######## design 1 ########
## src/rtl/bnn_pkg.sv

```systemverilog
// rtl/bnn_pkg.sv - shared BNN constants, top-level FSM state codes and pooling phase type
package bnn_pkg;

    localparam int IMG_DIM     = 28;
    localparam int POOL_DIM    = IMG_DIM / 2;
    localparam int NUM_OUTPUTS = POOL_DIM * POOL_DIM;

    localparam logic [3:0] LAST_OUT_ROW = 4'(POOL_DIM - 1);

    typedef enum logic [2:0] {
        s_IDLE    = 3'b000,
        s_LOAD    = 3'b001,
        s_LAYER_1 = 3'b010,
        s_LAYER_2 = 3'b011,
        s_LAYER_3 = 3'b100
    } top_state_e;

    typedef enum logic [1:0] {
        PH_EVEN,
        PH_ODD,
        PH_DONE
    } pool_phase_e;

endpackage

```

## src/rtl/pool_row_2x2.sv

```systemverilog
// rtl/pool_row_2x2.sv - combinational 2x2 pooling of a row pair into one pooled row
// POOL_MAJORITY_EN selects a ties-to-one majority vote instead of the OR max-pool.
module pool_row_2x2
    import bnn_pkg::*;
(
    input  logic [IMG_DIM-1:0]  row_even_i,
    input  logic [IMG_DIM-1:0]  row_odd_i,
    output logic [POOL_DIM-1:0] pooled_o
);

    for (genvar j = 0; j < POOL_DIM; j++) begin : g_win
        logic a, b, c, d;
        assign a = row_even_i[2*j];
        assign b = row_even_i[2*j+1];
        assign c = row_odd_i[2*j];
        assign d = row_odd_i[2*j+1];
`ifdef POOL_MAJORITY_EN
        // Any pair of set bits makes the vote, so a 2-2 tie resolves to 1.
        assign pooled_o[j] = (a & b) | (a & c) | (a & d) | (b & c) | (b & d) | (c & d);
`else
        assign pooled_o[j] = a | b | c | d;
`endif
    end

endmodule

```

## src/rtl/maxpool_flatten_layer.sv

```systemverilog
// rtl/maxpool_flatten_layer.sv - row-streamed 2x2 pooling stage packing a flat map for the classifier
// Pooling operator chosen by POOL_MAJORITY_EN inside pool_row_2x2.
module maxpool_flatten_layer
    import bnn_pkg::*;
(
    input  logic                   clock,
    input  logic                   reset,
    input  logic [2:0]             state,
    input  logic [IMG_DIM-1:0]     row_in,
    input  logic                   row_valid,
    output logic                   row_ready,
    output logic [NUM_OUTPUTS-1:0] data_out,
    output logic                   layer_2_done
);

    pool_phase_e            phase_q;
    logic [3:0]             out_row_q;
    logic [IMG_DIM-1:0]     row_buf_q;
    logic [NUM_OUTPUTS-1:0] data_out_q;
    logic [NUM_OUTPUTS-1:0] data_out_d;
    logic                   done_q;
    logic                   accept;
    logic [POOL_DIM-1:0]    pooled;
    logic [7:0]             base;

    assign row_ready    = (state == s_LAYER_2) && !done_q;
    assign accept       = row_valid && row_ready;
    assign data_out     = data_out_q;
    assign layer_2_done = done_q;
    assign base         = 8'(out_row_q) * 8'(POOL_DIM);

    pool_row_2x2 u_pool (
        .row_even_i (row_buf_q),
        .row_odd_i  (row_in),
        .pooled_o   (pooled)
    );

    always_comb begin
        data_out_d = data_out_q;
        data_out_d[base +: POOL_DIM] = pooled;
    end

    // Nothing moves without an accept, so leaving s_LAYER_2 simply freezes progress.
    always_ff @(posedge clock or negedge reset) begin
        if (!reset) begin
            phase_q    <= PH_EVEN;
            out_row_q  <= '0;
            row_buf_q  <= '0;
            data_out_q <= '0;
            done_q     <= 1'b0;
        end else if (accept) begin
            case (phase_q)
                PH_EVEN: begin
                    row_buf_q <= row_in;
                    phase_q   <= PH_ODD;
                end
                PH_ODD: begin
                    data_out_q <= data_out_d;
                    out_row_q  <= out_row_q + 4'd1;
                    if (out_row_q == LAST_OUT_ROW) begin
                        phase_q <= PH_DONE;
                        done_q  <= 1'b1;
                    end else begin
                        phase_q <= PH_EVEN;
                    end
                end
                default: phase_q <= PH_DONE;
            endcase
        end
    end

endmodule

```

## config.mk

```make
export PLATFORM = sky130hd
export DESIGN_NAME = maxpool_flatten_layer
export DESIGN_NICKNAME = d
export VERILOG_FILES = /design/src/rtl/bnn_pkg.sv /design/src/rtl/pool_row_2x2.sv /design/src/rtl/maxpool_flatten_layer.sv
export SDC_FILE = /design/constraint.sdc
export NUM_CORES = 1
export LEC_CHECK = 0
export CORE_MARGIN = 2
export CORE_UTILIZATION = 40
export DETAILED_ROUTE_END_ITERATION = 10
export DONT_BUFFER_PORTS = 1
export PLACE_DENSITY = 0.66
export SLEW_MARGIN = 20
export SYNTH_ARGS = -nofsm -noshare
export SYNTH_HDL_FRONTEND = slang
export SYNTH_HIERARCHICAL = 1
export SYNTH_SLANG_ARGS = --single-unit
```

## constraint.sdc

```tcl
create_clock -name clock -period 5.4 [get_ports clock]
set_input_delay 0.54 -clock clock [delete_from_list [all_inputs] [get_ports clock]]
set_output_delay 0.54 -clock clock [all_outputs]
set_load 0.1 [all_outputs]
```

######## design 2 ########
--- src/rtl/axi4_lite_pkg.sv ---
// Shared AXI4-Lite definitions: response codes, FSM state encodings,
// the debug state struct and the byte-strobe merge helper.
package axi4_lite_pkg;

    localparam logic [1:0] RESP_OKAY   = 2'b00;
    localparam logic [1:0] RESP_SLVERR = 2'b10;

    // Write channel progress: which of AW / W has been captured, then response.
    typedef enum logic [2:0] {
        WS_INIT    = 3'd0,  // first cycle after reset, all readies low
        WS_IDLE    = 3'd1,  // AWREADY=WREADY=1
        WS_HAVE_AW = 3'd2,  // address captured, waiting for data
        WS_HAVE_W  = 3'd3,  // data captured, waiting for address
        WS_FULL    = 3'd4,  // both captured, commit on next edge
        WS_RESP    = 3'd5   // BVALID held until BREADY
    } wr_state_e;

    typedef enum logic [1:0] {
        RS_INIT = 2'd0,     // first cycle after reset, ARREADY low
        RS_IDLE = 2'd1,     // ARREADY=1
        RS_RESP = 2'd2      // RVALID held until RREADY
    } rd_state_e;

    typedef struct packed {
        wr_state_e wr;
        rd_state_e rd;
    } dbg_t;

    // Replace byte b of old_w with byte b of new_w wherever strb[b] is set.
    function automatic logic [31:0] apply_strobe(input logic [31:0] old_w,
                                                 input logic [31:0] new_w,
                                                 input logic [3:0]  strb);
        logic [31:0] res;
        res = old_w;
        for (int b = 0; b < 4; b++) begin
            if (strb[b]) res[8*b +: 8] = new_w[8*b +: 8];
        end
        return res;
    endfunction

endpackage

--- src/rtl/axi4_lite_slave_if.sv ---
// AXI4-Lite bus bundle. Handshake rule on every channel: a transfer happens
// at a rising edge where both VALID and READY are high; once VALID is raised
// the sender holds it and its payload stable until that edge.
interface axi4_lite_slave_if;
    logic        AWVALID;
    logic        AWREADY;
    logic [31:0] AWADDR;
    logic [2:0]  AWPROT;
    logic        WVALID;
    logic        WREADY;
    logic [31:0] WDATA;
    logic [3:0]  WSTRB;
    logic        BVALID;
    logic        BREADY;
    logic [1:0]  BRESP;
    logic        ARVALID;
    logic        ARREADY;
    logic [31:0] ARADDR;
    logic [2:0]  ARPROT;
    logic        RVALID;
    logic        RREADY;
    logic [31:0] RDATA;
    logic [1:0]  RRESP;

    modport slave (
        input  AWVALID, AWADDR, AWPROT, WVALID, WDATA, WSTRB, BREADY,
               ARVALID, ARADDR, ARPROT, RREADY,
        output AWREADY, WREADY, BVALID, BRESP, ARREADY, RVALID, RDATA, RRESP
    );

    modport master (
        output AWVALID, AWADDR, AWPROT, WVALID, WDATA, WSTRB, BREADY,
               ARVALID, ARADDR, ARPROT, RREADY,
        input  AWREADY, WREADY, BVALID, BRESP, ARREADY, RVALID, RDATA, RRESP
    );
endinterface

--- src/rtl/axi4_lite_regfile.sv ---
// Register array with byte-strobe writes, one-cycle write pulses and a
// combinational read port (reads see the value before a same-edge write).
module axi4_lite_regfile
    import axi4_lite_pkg::*;
#(
    parameter int NUM_REGS = 8,
    parameter int IDX_W    = 3
) (
    input  logic                     clk_i,
    input  logic                     rst_i,
    input  logic                     wr_en_i,
    input  logic [IDX_W-1:0]         wr_idx_i,
    input  logic [31:0]              wr_data_i,
    input  logic [3:0]               wr_strb_i,
    input  logic [IDX_W-1:0]         rd_idx_i,
    output logic [31:0]              rd_data_o,
    output logic [32*NUM_REGS-1:0]   regs_o,
    output logic [NUM_REGS-1:0]      wr_pulse_o
);

    logic [31:0]         regs_q [NUM_REGS];
    logic [NUM_REGS-1:0] wr_pulse_q;

    // Merge strobed bytes into the addressed register.
    always_ff @(posedge clk_i) begin
        for (int i = 0; i < NUM_REGS; i++) begin
            if (rst_i) begin
                regs_q[i] <= '0;
            end else if (wr_en_i && (wr_idx_i == IDX_W'(i))) begin
                regs_q[i] <= apply_strobe(regs_q[i], wr_data_i, wr_strb_i);
            end
        end
    end

    // Pulse the written register's bit for exactly one cycle after the commit.
    always_ff @(posedge clk_i) begin
        for (int i = 0; i < NUM_REGS; i++) begin
            if (rst_i) wr_pulse_q[i] <= 1'b0;
            else       wr_pulse_q[i] <= wr_en_i && (wr_idx_i == IDX_W'(i));
        end
    end

    // Read mux; a compare loop keeps out-of-range indices returning zero.
    always_comb begin
        rd_data_o = '0;
        for (int i = 0; i < NUM_REGS; i++) begin
            if (rd_idx_i == IDX_W'(i)) rd_data_o = regs_q[i];
        end
    end

    // Flatten the array onto the user-facing bus.
    always_comb begin
        regs_o = '0;
        for (int i = 0; i < NUM_REGS; i++) begin
            regs_o[32*i +: 32] = regs_q[i];
        end
    end

    assign wr_pulse_o = wr_pulse_q;

endmodule

--- src/rtl/axi4_lite_slave.sv ---
// AXI4-Lite responder exposing NUM_REGS 32-bit registers. Independent write
// and read FSMs, one outstanding transaction per direction.
module axi4_lite_slave
    import axi4_lite_pkg::*;
#(
    parameter int          NUM_REGS  = 8,
    parameter logic [31:0] BASE_ADDR = 32'h0000_0000
) (
    input  logic                   iCLK,
    input  logic                   iRST,
    axi4_lite_slave_if.slave       s,
    output logic [32*NUM_REGS-1:0] oREGS,
    output logic [NUM_REGS-1:0]    oWR_PULSE,
    output dbg_t                   oDBG
);

    localparam int IDX_W = (NUM_REGS > 1) ? $clog2(NUM_REGS) : 1;

    wr_state_e   wr_state_q, wr_state_d;
    rd_state_e   rd_state_q, rd_state_d;
    logic        aw_ready, w_ready, b_valid, ar_ready, r_valid;
    logic        aw_hs, w_hs, b_hs, ar_hs, r_hs, commit;
    logic [31:0] aw_addr_q, w_data_q, rdata_q;
    logic [3:0]  w_strb_q;
    logic [1:0]  bresp_q, rresp_q;
    logic [31:0] rd_data;
    logic        unused_prot;

    function automatic logic addr_hit(input logic [31:0] a);
        return (a >= BASE_ADDR) && (((a - BASE_ADDR) >> 2) < 32'(NUM_REGS));
    endfunction

    function automatic logic [IDX_W-1:0] addr_idx(input logic [31:0] a);
        return IDX_W'((a - BASE_ADDR) >> 2);
    endfunction

    assign aw_hs  = s.AWVALID & aw_ready;
    assign w_hs   = s.WVALID  & w_ready;
    assign b_hs   = b_valid   & s.BREADY;
    assign ar_hs  = s.ARVALID & ar_ready;
    assign r_hs   = r_valid   & s.RREADY;
    assign commit = (wr_state_q == WS_FULL);

    // FSM state registers; reset parks both FSMs with all readies low.
    always_ff @(posedge iCLK) begin
        if (iRST) begin
            wr_state_q <= WS_INIT;
            rd_state_q <= RS_INIT;
        end else begin
            wr_state_q <= wr_state_d;
            rd_state_q <= rd_state_d;
        end
    end

    // Write FSM next state: capture AW and W in any order, commit, respond.
    always_comb begin
        wr_state_d = wr_state_q;
        case (wr_state_q)
            WS_INIT:    wr_state_d = WS_IDLE;
            WS_IDLE: begin
                if (aw_hs && w_hs) wr_state_d = WS_FULL;
                else if (aw_hs)    wr_state_d = WS_HAVE_AW;
                else if (w_hs)     wr_state_d = WS_HAVE_W;
            end
            WS_HAVE_AW: if (w_hs)  wr_state_d = WS_FULL;
            WS_HAVE_W:  if (aw_hs) wr_state_d = WS_FULL;
            WS_FULL:    wr_state_d = WS_RESP;
            WS_RESP:    if (b_hs)  wr_state_d = WS_IDLE;
            default:    wr_state_d = WS_INIT;
        endcase
    end

    // Read FSM next state: accept address, hold response until taken.
    always_comb begin
        rd_state_d = rd_state_q;
        case (rd_state_q)
            RS_INIT: rd_state_d = RS_IDLE;
            RS_IDLE: if (ar_hs) rd_state_d = RS_RESP;
            RS_RESP: if (r_hs)  rd_state_d = RS_IDLE;
            default: rd_state_d = RS_INIT;
        endcase
    end

    // Channel handshake outputs decoded straight from the state registers.
    always_comb begin
        aw_ready = 1'b0;
        w_ready  = 1'b0;
        b_valid  = 1'b0;
        ar_ready = 1'b0;
        r_valid  = 1'b0;
        case (wr_state_q)
            WS_IDLE:    begin aw_ready = 1'b1; w_ready = 1'b1; end
            WS_HAVE_AW: w_ready  = 1'b1;
            WS_HAVE_W:  aw_ready = 1'b1;
            WS_RESP:    b_valid  = 1'b1;
            default:    ;
        endcase
        case (rd_state_q)
            RS_IDLE: ar_ready = 1'b1;
            RS_RESP: r_valid  = 1'b1;
            default: ;
        endcase
    end

    // Write payload capture and response code at commit.
    always_ff @(posedge iCLK) begin
        if (iRST) begin
            aw_addr_q <= '0;
            w_data_q  <= '0;
            w_strb_q  <= '0;
            bresp_q   <= RESP_OKAY;
        end else begin
            if (aw_hs) aw_addr_q <= s.AWADDR;
            if (w_hs) begin
                w_data_q <= s.WDATA;
                w_strb_q <= s.WSTRB;
            end
            if (commit) bresp_q <= addr_hit(aw_addr_q) ? RESP_OKAY : RESP_SLVERR;
        end
    end

    // Read data sampled at the AR handshake and held until the R handshake.
    always_ff @(posedge iCLK) begin
        if (iRST) begin
            rdata_q <= '0;
            rresp_q <= RESP_OKAY;
        end else if (ar_hs) begin
            rdata_q <= addr_hit(s.ARADDR) ? rd_data : 32'h0;
            rresp_q <= addr_hit(s.ARADDR) ? RESP_OKAY : RESP_SLVERR;
        end
    end

    axi4_lite_regfile #(
        .NUM_REGS (NUM_REGS),
        .IDX_W    (IDX_W)
    ) u_regfile (
        .clk_i      (iCLK),
        .rst_i      (iRST),
        .wr_en_i    (commit && addr_hit(aw_addr_q)),
        .wr_idx_i   (addr_idx(aw_addr_q)),
        .wr_data_i  (w_data_q),
        .wr_strb_i  (w_strb_q),
        .rd_idx_i   (addr_idx(s.ARADDR)),
        .rd_data_o  (rd_data),
        .regs_o     (oREGS),
        .wr_pulse_o (oWR_PULSE)
    );

    assign s.AWREADY = aw_ready;
    assign s.WREADY  = w_ready;
    assign s.BVALID  = b_valid;
    assign s.BRESP   = bresp_q;
    assign s.ARREADY = ar_ready;
    assign s.RVALID  = r_valid;
    assign s.RDATA   = rdata_q;
    assign s.RRESP   = rresp_q;

    assign oDBG.wr = wr_state_q;
    assign oDBG.rd = rd_state_q;

    assign unused_prot = ^{s.AWPROT, s.ARPROT};

endmodule

--- src/flat_wrapper.sv ---
// flat-port wrapper written by rule: the top's interface ports become plain ports
module axi4_lite_slave_flat import axi4_lite_pkg::*;
#(
    parameter int          NUM_REGS  = 8,
    parameter logic [31:0] BASE_ADDR = 32'h0000_0000
)
  (iCLK, iRST, oREGS, oWR_PULSE, oDBG, s_AWVALID, s_AWADDR, s_AWPROT, s_WVALID, s_WDATA, s_WSTRB, s_BREADY, s_ARVALID, s_ARADDR, s_ARPROT, s_RREADY, s_AWREADY, s_WREADY, s_BVALID, s_BRESP, s_ARREADY, s_RVALID, s_RDATA, s_RRESP);
  axi4_lite_slave_if s_i ();
  input  logic iCLK;
  input  logic iRST;
  output logic [32*NUM_REGS-1:0] oREGS;
  output logic [NUM_REGS-1:0] oWR_PULSE;
  output dbg_t oDBG;
  input wire logic [$bits(s_i.AWVALID)-1:0] s_AWVALID;
  input wire logic [$bits(s_i.AWADDR)-1:0] s_AWADDR;
  input wire logic [$bits(s_i.AWPROT)-1:0] s_AWPROT;
  input wire logic [$bits(s_i.WVALID)-1:0] s_WVALID;
  input wire logic [$bits(s_i.WDATA)-1:0] s_WDATA;
  input wire logic [$bits(s_i.WSTRB)-1:0] s_WSTRB;
  input wire logic [$bits(s_i.BREADY)-1:0] s_BREADY;
  input wire logic [$bits(s_i.ARVALID)-1:0] s_ARVALID;
  input wire logic [$bits(s_i.ARADDR)-1:0] s_ARADDR;
  input wire logic [$bits(s_i.ARPROT)-1:0] s_ARPROT;
  input wire logic [$bits(s_i.RREADY)-1:0] s_RREADY;
  output wire logic [$bits(s_i.AWREADY)-1:0] s_AWREADY;
  output wire logic [$bits(s_i.WREADY)-1:0] s_WREADY;
  output wire logic [$bits(s_i.BVALID)-1:0] s_BVALID;
  output wire logic [$bits(s_i.BRESP)-1:0] s_BRESP;
  output wire logic [$bits(s_i.ARREADY)-1:0] s_ARREADY;
  output wire logic [$bits(s_i.RVALID)-1:0] s_RVALID;
  output wire logic [$bits(s_i.RDATA)-1:0] s_RDATA;
  output wire logic [$bits(s_i.RRESP)-1:0] s_RRESP;
  assign s_i.AWVALID = s_AWVALID;
  assign s_i.AWADDR = s_AWADDR;
  assign s_i.AWPROT = s_AWPROT;
  assign s_i.WVALID = s_WVALID;
  assign s_i.WDATA = s_WDATA;
  assign s_i.WSTRB = s_WSTRB;
  assign s_i.BREADY = s_BREADY;
  assign s_i.ARVALID = s_ARVALID;
  assign s_i.ARADDR = s_ARADDR;
  assign s_i.ARPROT = s_ARPROT;
  assign s_i.RREADY = s_RREADY;
  assign s_AWREADY = s_i.AWREADY;
  assign s_WREADY = s_i.WREADY;
  assign s_BVALID = s_i.BVALID;
  assign s_BRESP = s_i.BRESP;
  assign s_ARREADY = s_i.ARREADY;
  assign s_RVALID = s_i.RVALID;
  assign s_RDATA = s_i.RDATA;
  assign s_RRESP = s_i.RRESP;
  axi4_lite_slave #(.NUM_REGS(NUM_REGS), .BASE_ADDR(BASE_ADDR)) u_core (.iCLK(iCLK), .iRST(iRST), .s(s_i), .oREGS(oREGS), .oWR_PULSE(oWR_PULSE), .oDBG(oDBG));
endmodule
--- config.mk ---
export PLATFORM = sky130hd
export DESIGN_NAME = axi4_lite_slave_flat
export DESIGN_NICKNAME = d
export VERILOG_FILES = /design/src/rtl/axi4_lite_pkg.sv /design/src/rtl/axi4_lite_slave_if.sv /design/src/rtl/axi4_lite_regfile.sv /design/src/rtl/axi4_lite_slave.sv /design/src/flat_wrapper.sv
export SDC_FILE = /design/constraint.sdc
export NUM_CORES = 1
export LEC_CHECK = 0
export ABC_AREA = 1
export ABC_CLOCK_PERIOD_IN_PS = 3000
export CAP_MARGIN = 20
export CORE_UTILIZATION = 49
export CTS_BUF_LIST = sky130_fd_sc_hd__clkbuf_8 sky130_fd_sc_hd__clkbuf_16
export DETAILED_ROUTE_END_ITERATION = 6
export GPL_TIMING_DRIVEN = 0
export PLACE_DENSITY = 0.9
export SLEW_MARGIN = 25
export SYNTH_ARGS = -nofsm -noshare
export SYNTH_HDL_FRONTEND = slang
export SYNTH_HIERARCHICAL = 1
export SYNTH_SLANG_ARGS = --single-unit
--- constraint.sdc ---
create_clock -name iCLK -period 3 [get_ports iCLK]
set_input_delay 0.6 -clock iCLK [delete_from_list [all_inputs] [get_ports iCLK]]
set_output_delay 0.6 -clock iCLK [all_outputs]
set_load 0.1 [all_outputs]

## Gallery

The clock network.
(a)
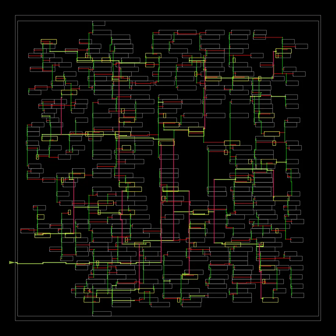
(b)
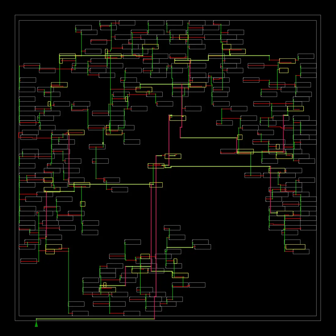
Design 2 is (a).
Design 1 is (b).
The one with the most sequential cells is (a).
The one with the most clock buffers is (a).

Fig. 1: design 2, cells coloured by class
The bar under the picture is 50 um long.
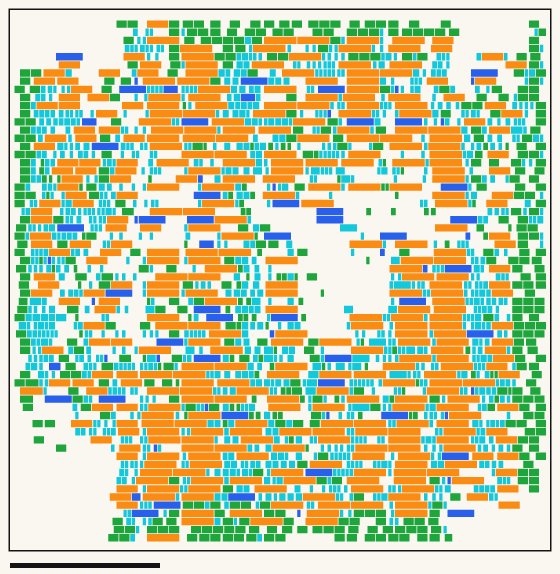
- remaining buffers and delay cells: green (cells 521)
- remaining logic cells: cyan (cells 1140)
- clock drivers and dummy loads: blue (cells 70)
- registers: orange (cells 369)

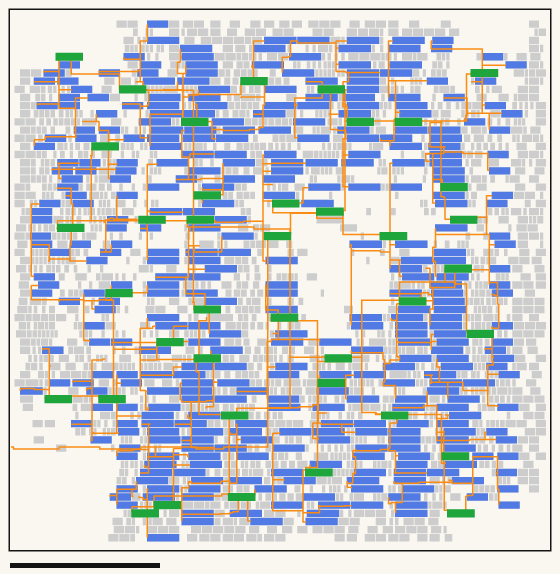
Fig. 2. Clock network drawn from the DEF (design 2).
The bar under the picture is 50 um long.
- clock wires: orange (length 3960 um)
- flip-flops: blue (count 369)
- clock-net drivers: green (count 39)
- routed clock nets: 40
- flops lie: all over the die

==> impl_metrics.ini, design 2 <==
; yosys + openroad results
[place]
gp_congestion = 1.038
pre_cts_ws_ns = -0.2560
dp.cells = 2426
placed_cell_area_sq_um = 20140
io_buffer_count = 410

[sta]
rsz0062_at_grt = true
fin_worst_skew_ns = 0.01918
finalClockPeriodUsage_pct = 96.74
relSlewSlack_pct = 25.54

[cells_and_area]
largest_reg_flops = 256
flop_area_sq_um = 9951
nNonClkBuffers = 521
buf_share_pct = 21.53
sh_seq_area_pct = 46.36
largestClassByArea = sequential cells
stdcell_count = 2497
final_cell_mix = nor2_1, clkdlybuf4s50_1, edfxtp_1, nand4_1, nand2_1

[global_routing]
grt_max_degree = 14
use_met2_pct = 56.59
overflow = 0
first_global_vias = 13940
grt_use_total_pct = 33.34
grtUsageMet3_pct = 9.014

[logic_synthesis]
largest_area_cell = edfxtp_1
synth_area_sq_um = 15550
compound_area_share_pct = 5.085
ys.flops = 369
synth-area-yosys_sq_um = 15550
async_reset_ff_share_pct = 0
avgSynthCellArea_sq_um = 9.605
mux_share_pct = 0
xor_area_share_pct = 0
common_cells = nor2_1, edfxtp_1, nand4_1
topCombFamilyByArea = simple AND/OR/NAND/NOR gates
top_cell = nor2_1

[clocking]
numCtsBuffers = 39
cts_root_buf = clkbuf_16
cts_tree = yes
cts.sinks = 369
postCtsSetupRepairBufs = 0

[routing]
totalWireLength_um = 55280
wl_met3_um = 7005
drtIter0Drc = 1934
wire_per_inst_um = 22.14
drtPass1Iterations = 6
detail-route-antenna-nets = 0

[setup_path]
r2r_end = u_core/u_regfile/regs_q[0][4]$_SDFFCE_PN0P_
end_kind = flip-flop
worstPathArrival_ns = 3.04
r2r_setup_slack_ns = 0.1
reg2regPathDepth = 9

[min_path]
min_delay_worst_endpoint = u_core/aw_addr_q[5]$_SDFFE_PP0P_
hold_path_class = reg2reg
hold_path_depth = 2

[die]
initCoreUtil_pct = 50.31
die_w_um = 180.1
dieArea_sq_um = 32450

[outcome]
status = completed

[flow_run]
warnings = 38
design 2: worst max-delay path, stage by stage, from the launching register on:
cell	delay [ns]
dfxtp_1	0.39
nor3_2	0.32
nand4_1	0.13
nor3_1	0.26
inv_1	0.07
nor2_1	0.12
nand2_1	0.12
nor2_1	0.28
inv_2	0.17
o21ai_1	0.67
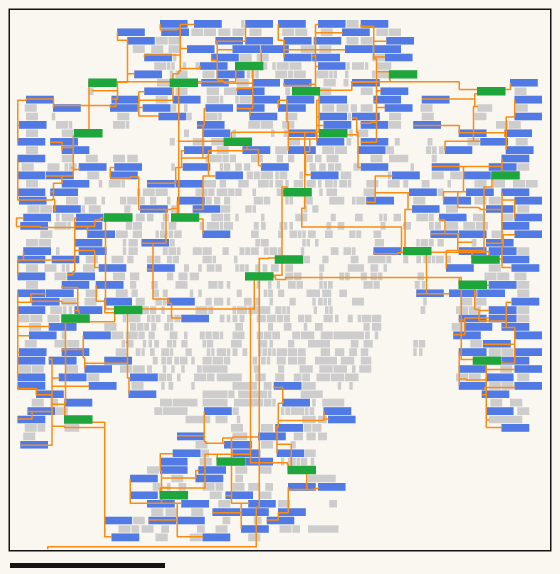
Fig. 3. Clock network drawn from the DEF (design 1).
The bar under the picture is 50 um long.
- clock-net drivers: green (count 25)
- clock wires: orange (length 3010 um)
- flip-flops: blue (count 231)
- flops lie: all over the die

==> impl_metrics.ini, design 1 <==
; yosys + openroad results
[outcome]
status = finished with violations
violations = hold timing

[sta]
hold_ws_ns = -0.3040
hold_viol = 231

[logic_synthesis]
synthCells = 992
ys_top_cells_by_area = dfrtp_1, mux2_2, nand2_1
mux_share_pct = 23.67
synth_area_sq_um = 11620

[setup_path]
required_ns = 5.82
r2r_start = out_row_q[2]$_DFFE_PN0P_
critPathMaxStageDelay_ns = 0.70
crit_chain = fa_1 > ha_1 > fa_1 > nor4_1 > nand2_1 > nand3_1 > and2_1 > nand3_1 > a2bb2o_1 > mux2_2

[clocking]
cts_tree = yes
cts_resized = 0

[routing]
drtPass1Iterations = 5
vias_per_cell = 6.047

[die]
io_pins = 232
==> design 1: cell type report <==
type	instances	area, sq um	share of cell area (%)
antenna	1	2.502	0.01933
inverter	10	37.54	0.2899
timing repair buffer	28	230.2	1.778
sequential	231	5781	44.65
clock inverter	8	85.08	0.6571
tap	384	480.5	3.711
clock buffer	35	723.2	5.586
multi-input combinational	701	5608	43.31
==> design 1: metrics by stage <==
stage | setup slack [ns] | std cells
after floorplan | 0.7663 | 992
after global placement | 0.3994 | 1354
after detailed placement | 0.3914 | 1354
after CTS | 0.3766 | 1397
after global routing | 0.08276 | 1397
final | 0.2616 | 1398

######## design 3 ########
**src/rtl/gate_func_identifier.sv**
```systemverilog
// Probes an unknown 2-input logic unit with all four (a,b) vectors and decodes
// its select code from the captured truth table. Optional GFI_CHECK_EN adds exp_sel/pass.
module gate_func_identifier #(
  parameter int unsigned SETTLE = 1
) (
  input  logic       clk,
  input  logic       rst,
  input  logic       start,
  output logic       probe_a,
  output logic       probe_b,
  input  logic       func_out,
  output logic       busy,
  output logic       done,
  output logic [2:0] sel_found,
  output logic       unknown,
  output logic [3:0] tt
`ifdef GFI_CHECK_EN
  ,
  input  logic [2:0] exp_sel,
  output logic       pass
`endif
);

  typedef enum logic [1:0] {IDLE, PROBE, DECODE} state_t;

  localparam logic [3:0] HOLD_LAST = 4'(SETTLE);

  state_t     state;
  logic [1:0] idx;
  logic [3:0] hold;
  logic [2:0] cap;
  logic [3:0] tt_next;
  logic [2:0] dec_sel;
  logic       dec_unk;

  // The last sample goes straight into the decode so results land with done.
  assign tt_next = {func_out, cap};

  always_comb begin
    dec_sel = 3'b111;
    dec_unk = 1'b0;
    case (tt_next)
      4'b0011: dec_sel = 3'b000;
      4'b0001: dec_sel = 3'b001;
      4'b1000: dec_sel = 3'b010;
      4'b1110: dec_sel = 3'b011;
      4'b0110: dec_sel = 3'b100;
      4'b1001: dec_sel = 3'b101;
      4'b0111: dec_sel = 3'b110;
      default: dec_unk = 1'b1;
    endcase
  end

`ifdef GFI_CHECK_EN
  logic [2:0] exp_norm;
  assign exp_norm = (exp_sel == 3'b111) ? 3'b110 : exp_sel;
`endif

  always_ff @(posedge clk or posedge rst) begin
    if (rst) begin
      state     <= IDLE;
      idx       <= '0;
      hold      <= '0;
      cap       <= '0;
      probe_a   <= 1'b0;
      probe_b   <= 1'b0;
      busy      <= 1'b0;
      done      <= 1'b0;
      sel_found <= '0;
      unknown   <= 1'b0;
      tt        <= '0;
`ifdef GFI_CHECK_EN
      pass      <= 1'b0;
`endif
    end else begin
      case (state)
        IDLE: begin
          done <= 1'b0;
          if (start) begin
            state   <= PROBE;
            idx     <= '0;
            hold    <= '0;
            probe_a <= 1'b0;
            probe_b <= 1'b0;
            busy    <= 1'b1;
          end
        end
        PROBE: begin
          if (hold == HOLD_LAST) begin
            hold <= '0;
            if (idx == 2'd3) begin
              state     <= DECODE;
              done      <= 1'b1;
              tt        <= tt_next;
              sel_found <= dec_sel;
              unknown   <= dec_unk;
`ifdef GFI_CHECK_EN
              pass      <= (dec_sel == exp_norm) && !dec_unk;
`endif
              probe_a   <= 1'b0;
              probe_b   <= 1'b0;
            end else begin
              cap[idx]           <= func_out;
              idx                <= idx + 2'd1;
              {probe_a, probe_b} <= idx + 2'd1;
            end
          end else begin
            hold <= hold + 4'd1;
          end
        end
        DECODE: begin
          done  <= 1'b0;
          busy  <= 1'b0;
          state <= IDLE;
        end
        default: state <= IDLE;
      endcase
    end
  end

endmodule

```
**config.mk**
```make
export PLATFORM = sky130hd
export DESIGN_NAME = gate_func_identifier
export DESIGN_NICKNAME = d
export VERILOG_FILES = /design/src/rtl/gate_func_identifier.sv
export SDC_FILE = /design/constraint.sdc
export NUM_CORES = 1
export LEC_CHECK = 0
export CELL_PAD_IN_SITES_DETAIL_PLACEMENT = 1
export CELL_PAD_IN_SITES_GLOBAL_PLACEMENT = 1
export CORE_MARGIN = 10
export CORE_UTILIZATION = 38
export DETAILED_ROUTE_END_ITERATION = 8
export PLACE_DENSITY = 0.86
export SYNTH_ARGS = -nofsm -noshare
export SYNTH_HDL_FRONTEND = slang
export SYNTH_SLANG_ARGS = --single-unit
```
**constraint.sdc**
```tcl
create_clock -name clk -period 1.62 [get_ports clk]
set_input_delay 0.243 -clock clk [delete_from_list [all_inputs] [get_ports clk]]
set_output_delay 0.243 -clock clk [all_outputs]
set_load 0.1 [all_outputs]
```
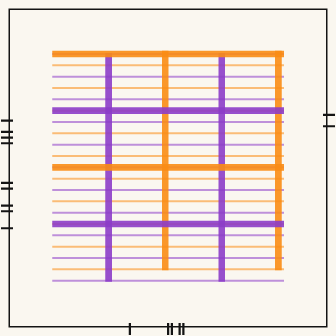
Fig. 4. Floorplan with the power grid (design 3).
Pins as bars on the die edge.
- VSS: purple
- VDD: orange
- met5 straps: 4
- signal pins: 16
- met1 rails: 21
- rows: 20

==> impl_metrics.ini <==
; yosys + openroad results
[logic_synthesis]
synthCells = 111
compound_area_share_pct = 11.72
edf_count = 0

[cells_and_area]
stdcell_count = 181
fin_util_pct = 57.19

[setup_path]
worstSetupPathDepth = 5
cp_top_family = AND-OR/OR-AND gates

[sta]
fin_ws_ns = -0.05035
setup_viol = 4

[global_routing]
antenna_found_initial = 0

[clocking]
cts_resized = 5
numCtsBuffers = 3
cts_root_buf = clkbuf_4

[die]
dieArea_sq_um = 5752

[outcome]
status = finished with violations
violations = setup timing
## worst min path at each step
stage / end / slack, ns
after global routing: state[0]$_DFFE_PP0P_ / 0.25
after global placement: done$_DFFE_PP0P_ / 0.53
after CTS: state[0]$_DFFE_PP0P_ / 0.26
final: state[0]$_DFFE_PP0P_ / 0.25
after floorplan: busy$_DFFE_PP0P_ / 0.24
after detailed placement: done$_DFFE_PP0P_ / 0.54
## state kept, by name, summed over array words and instances, names as in the netlist
name       cells
sel_found      3
busy           1
unknown        1
probe_b        1
hold           4
probe_a        1
tt             4
done           1
idx            2
cap            3
state          2


==> gallery <==
Routed metal, one colour a layer.
Only two layers are drawn.
image #1
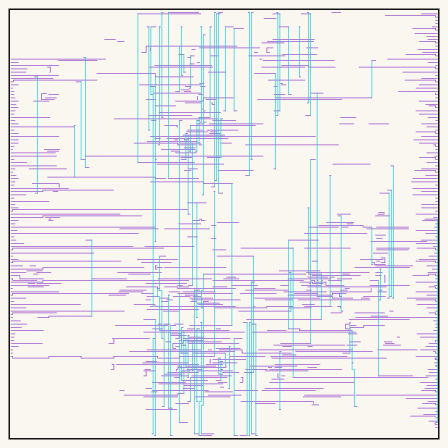
image #2
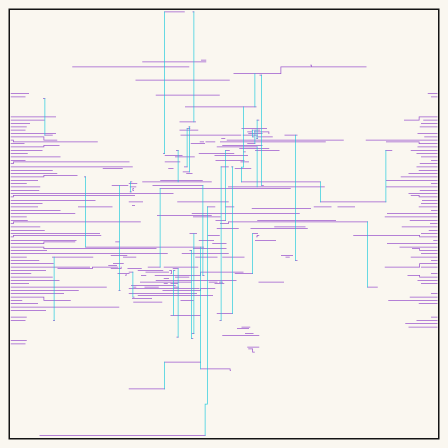
image #3
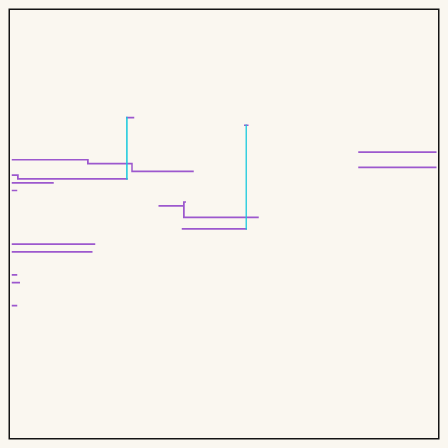
design 3 -> image #3
design 1 -> image #2
design 2 -> image #1
The one with the least wire is image #3.

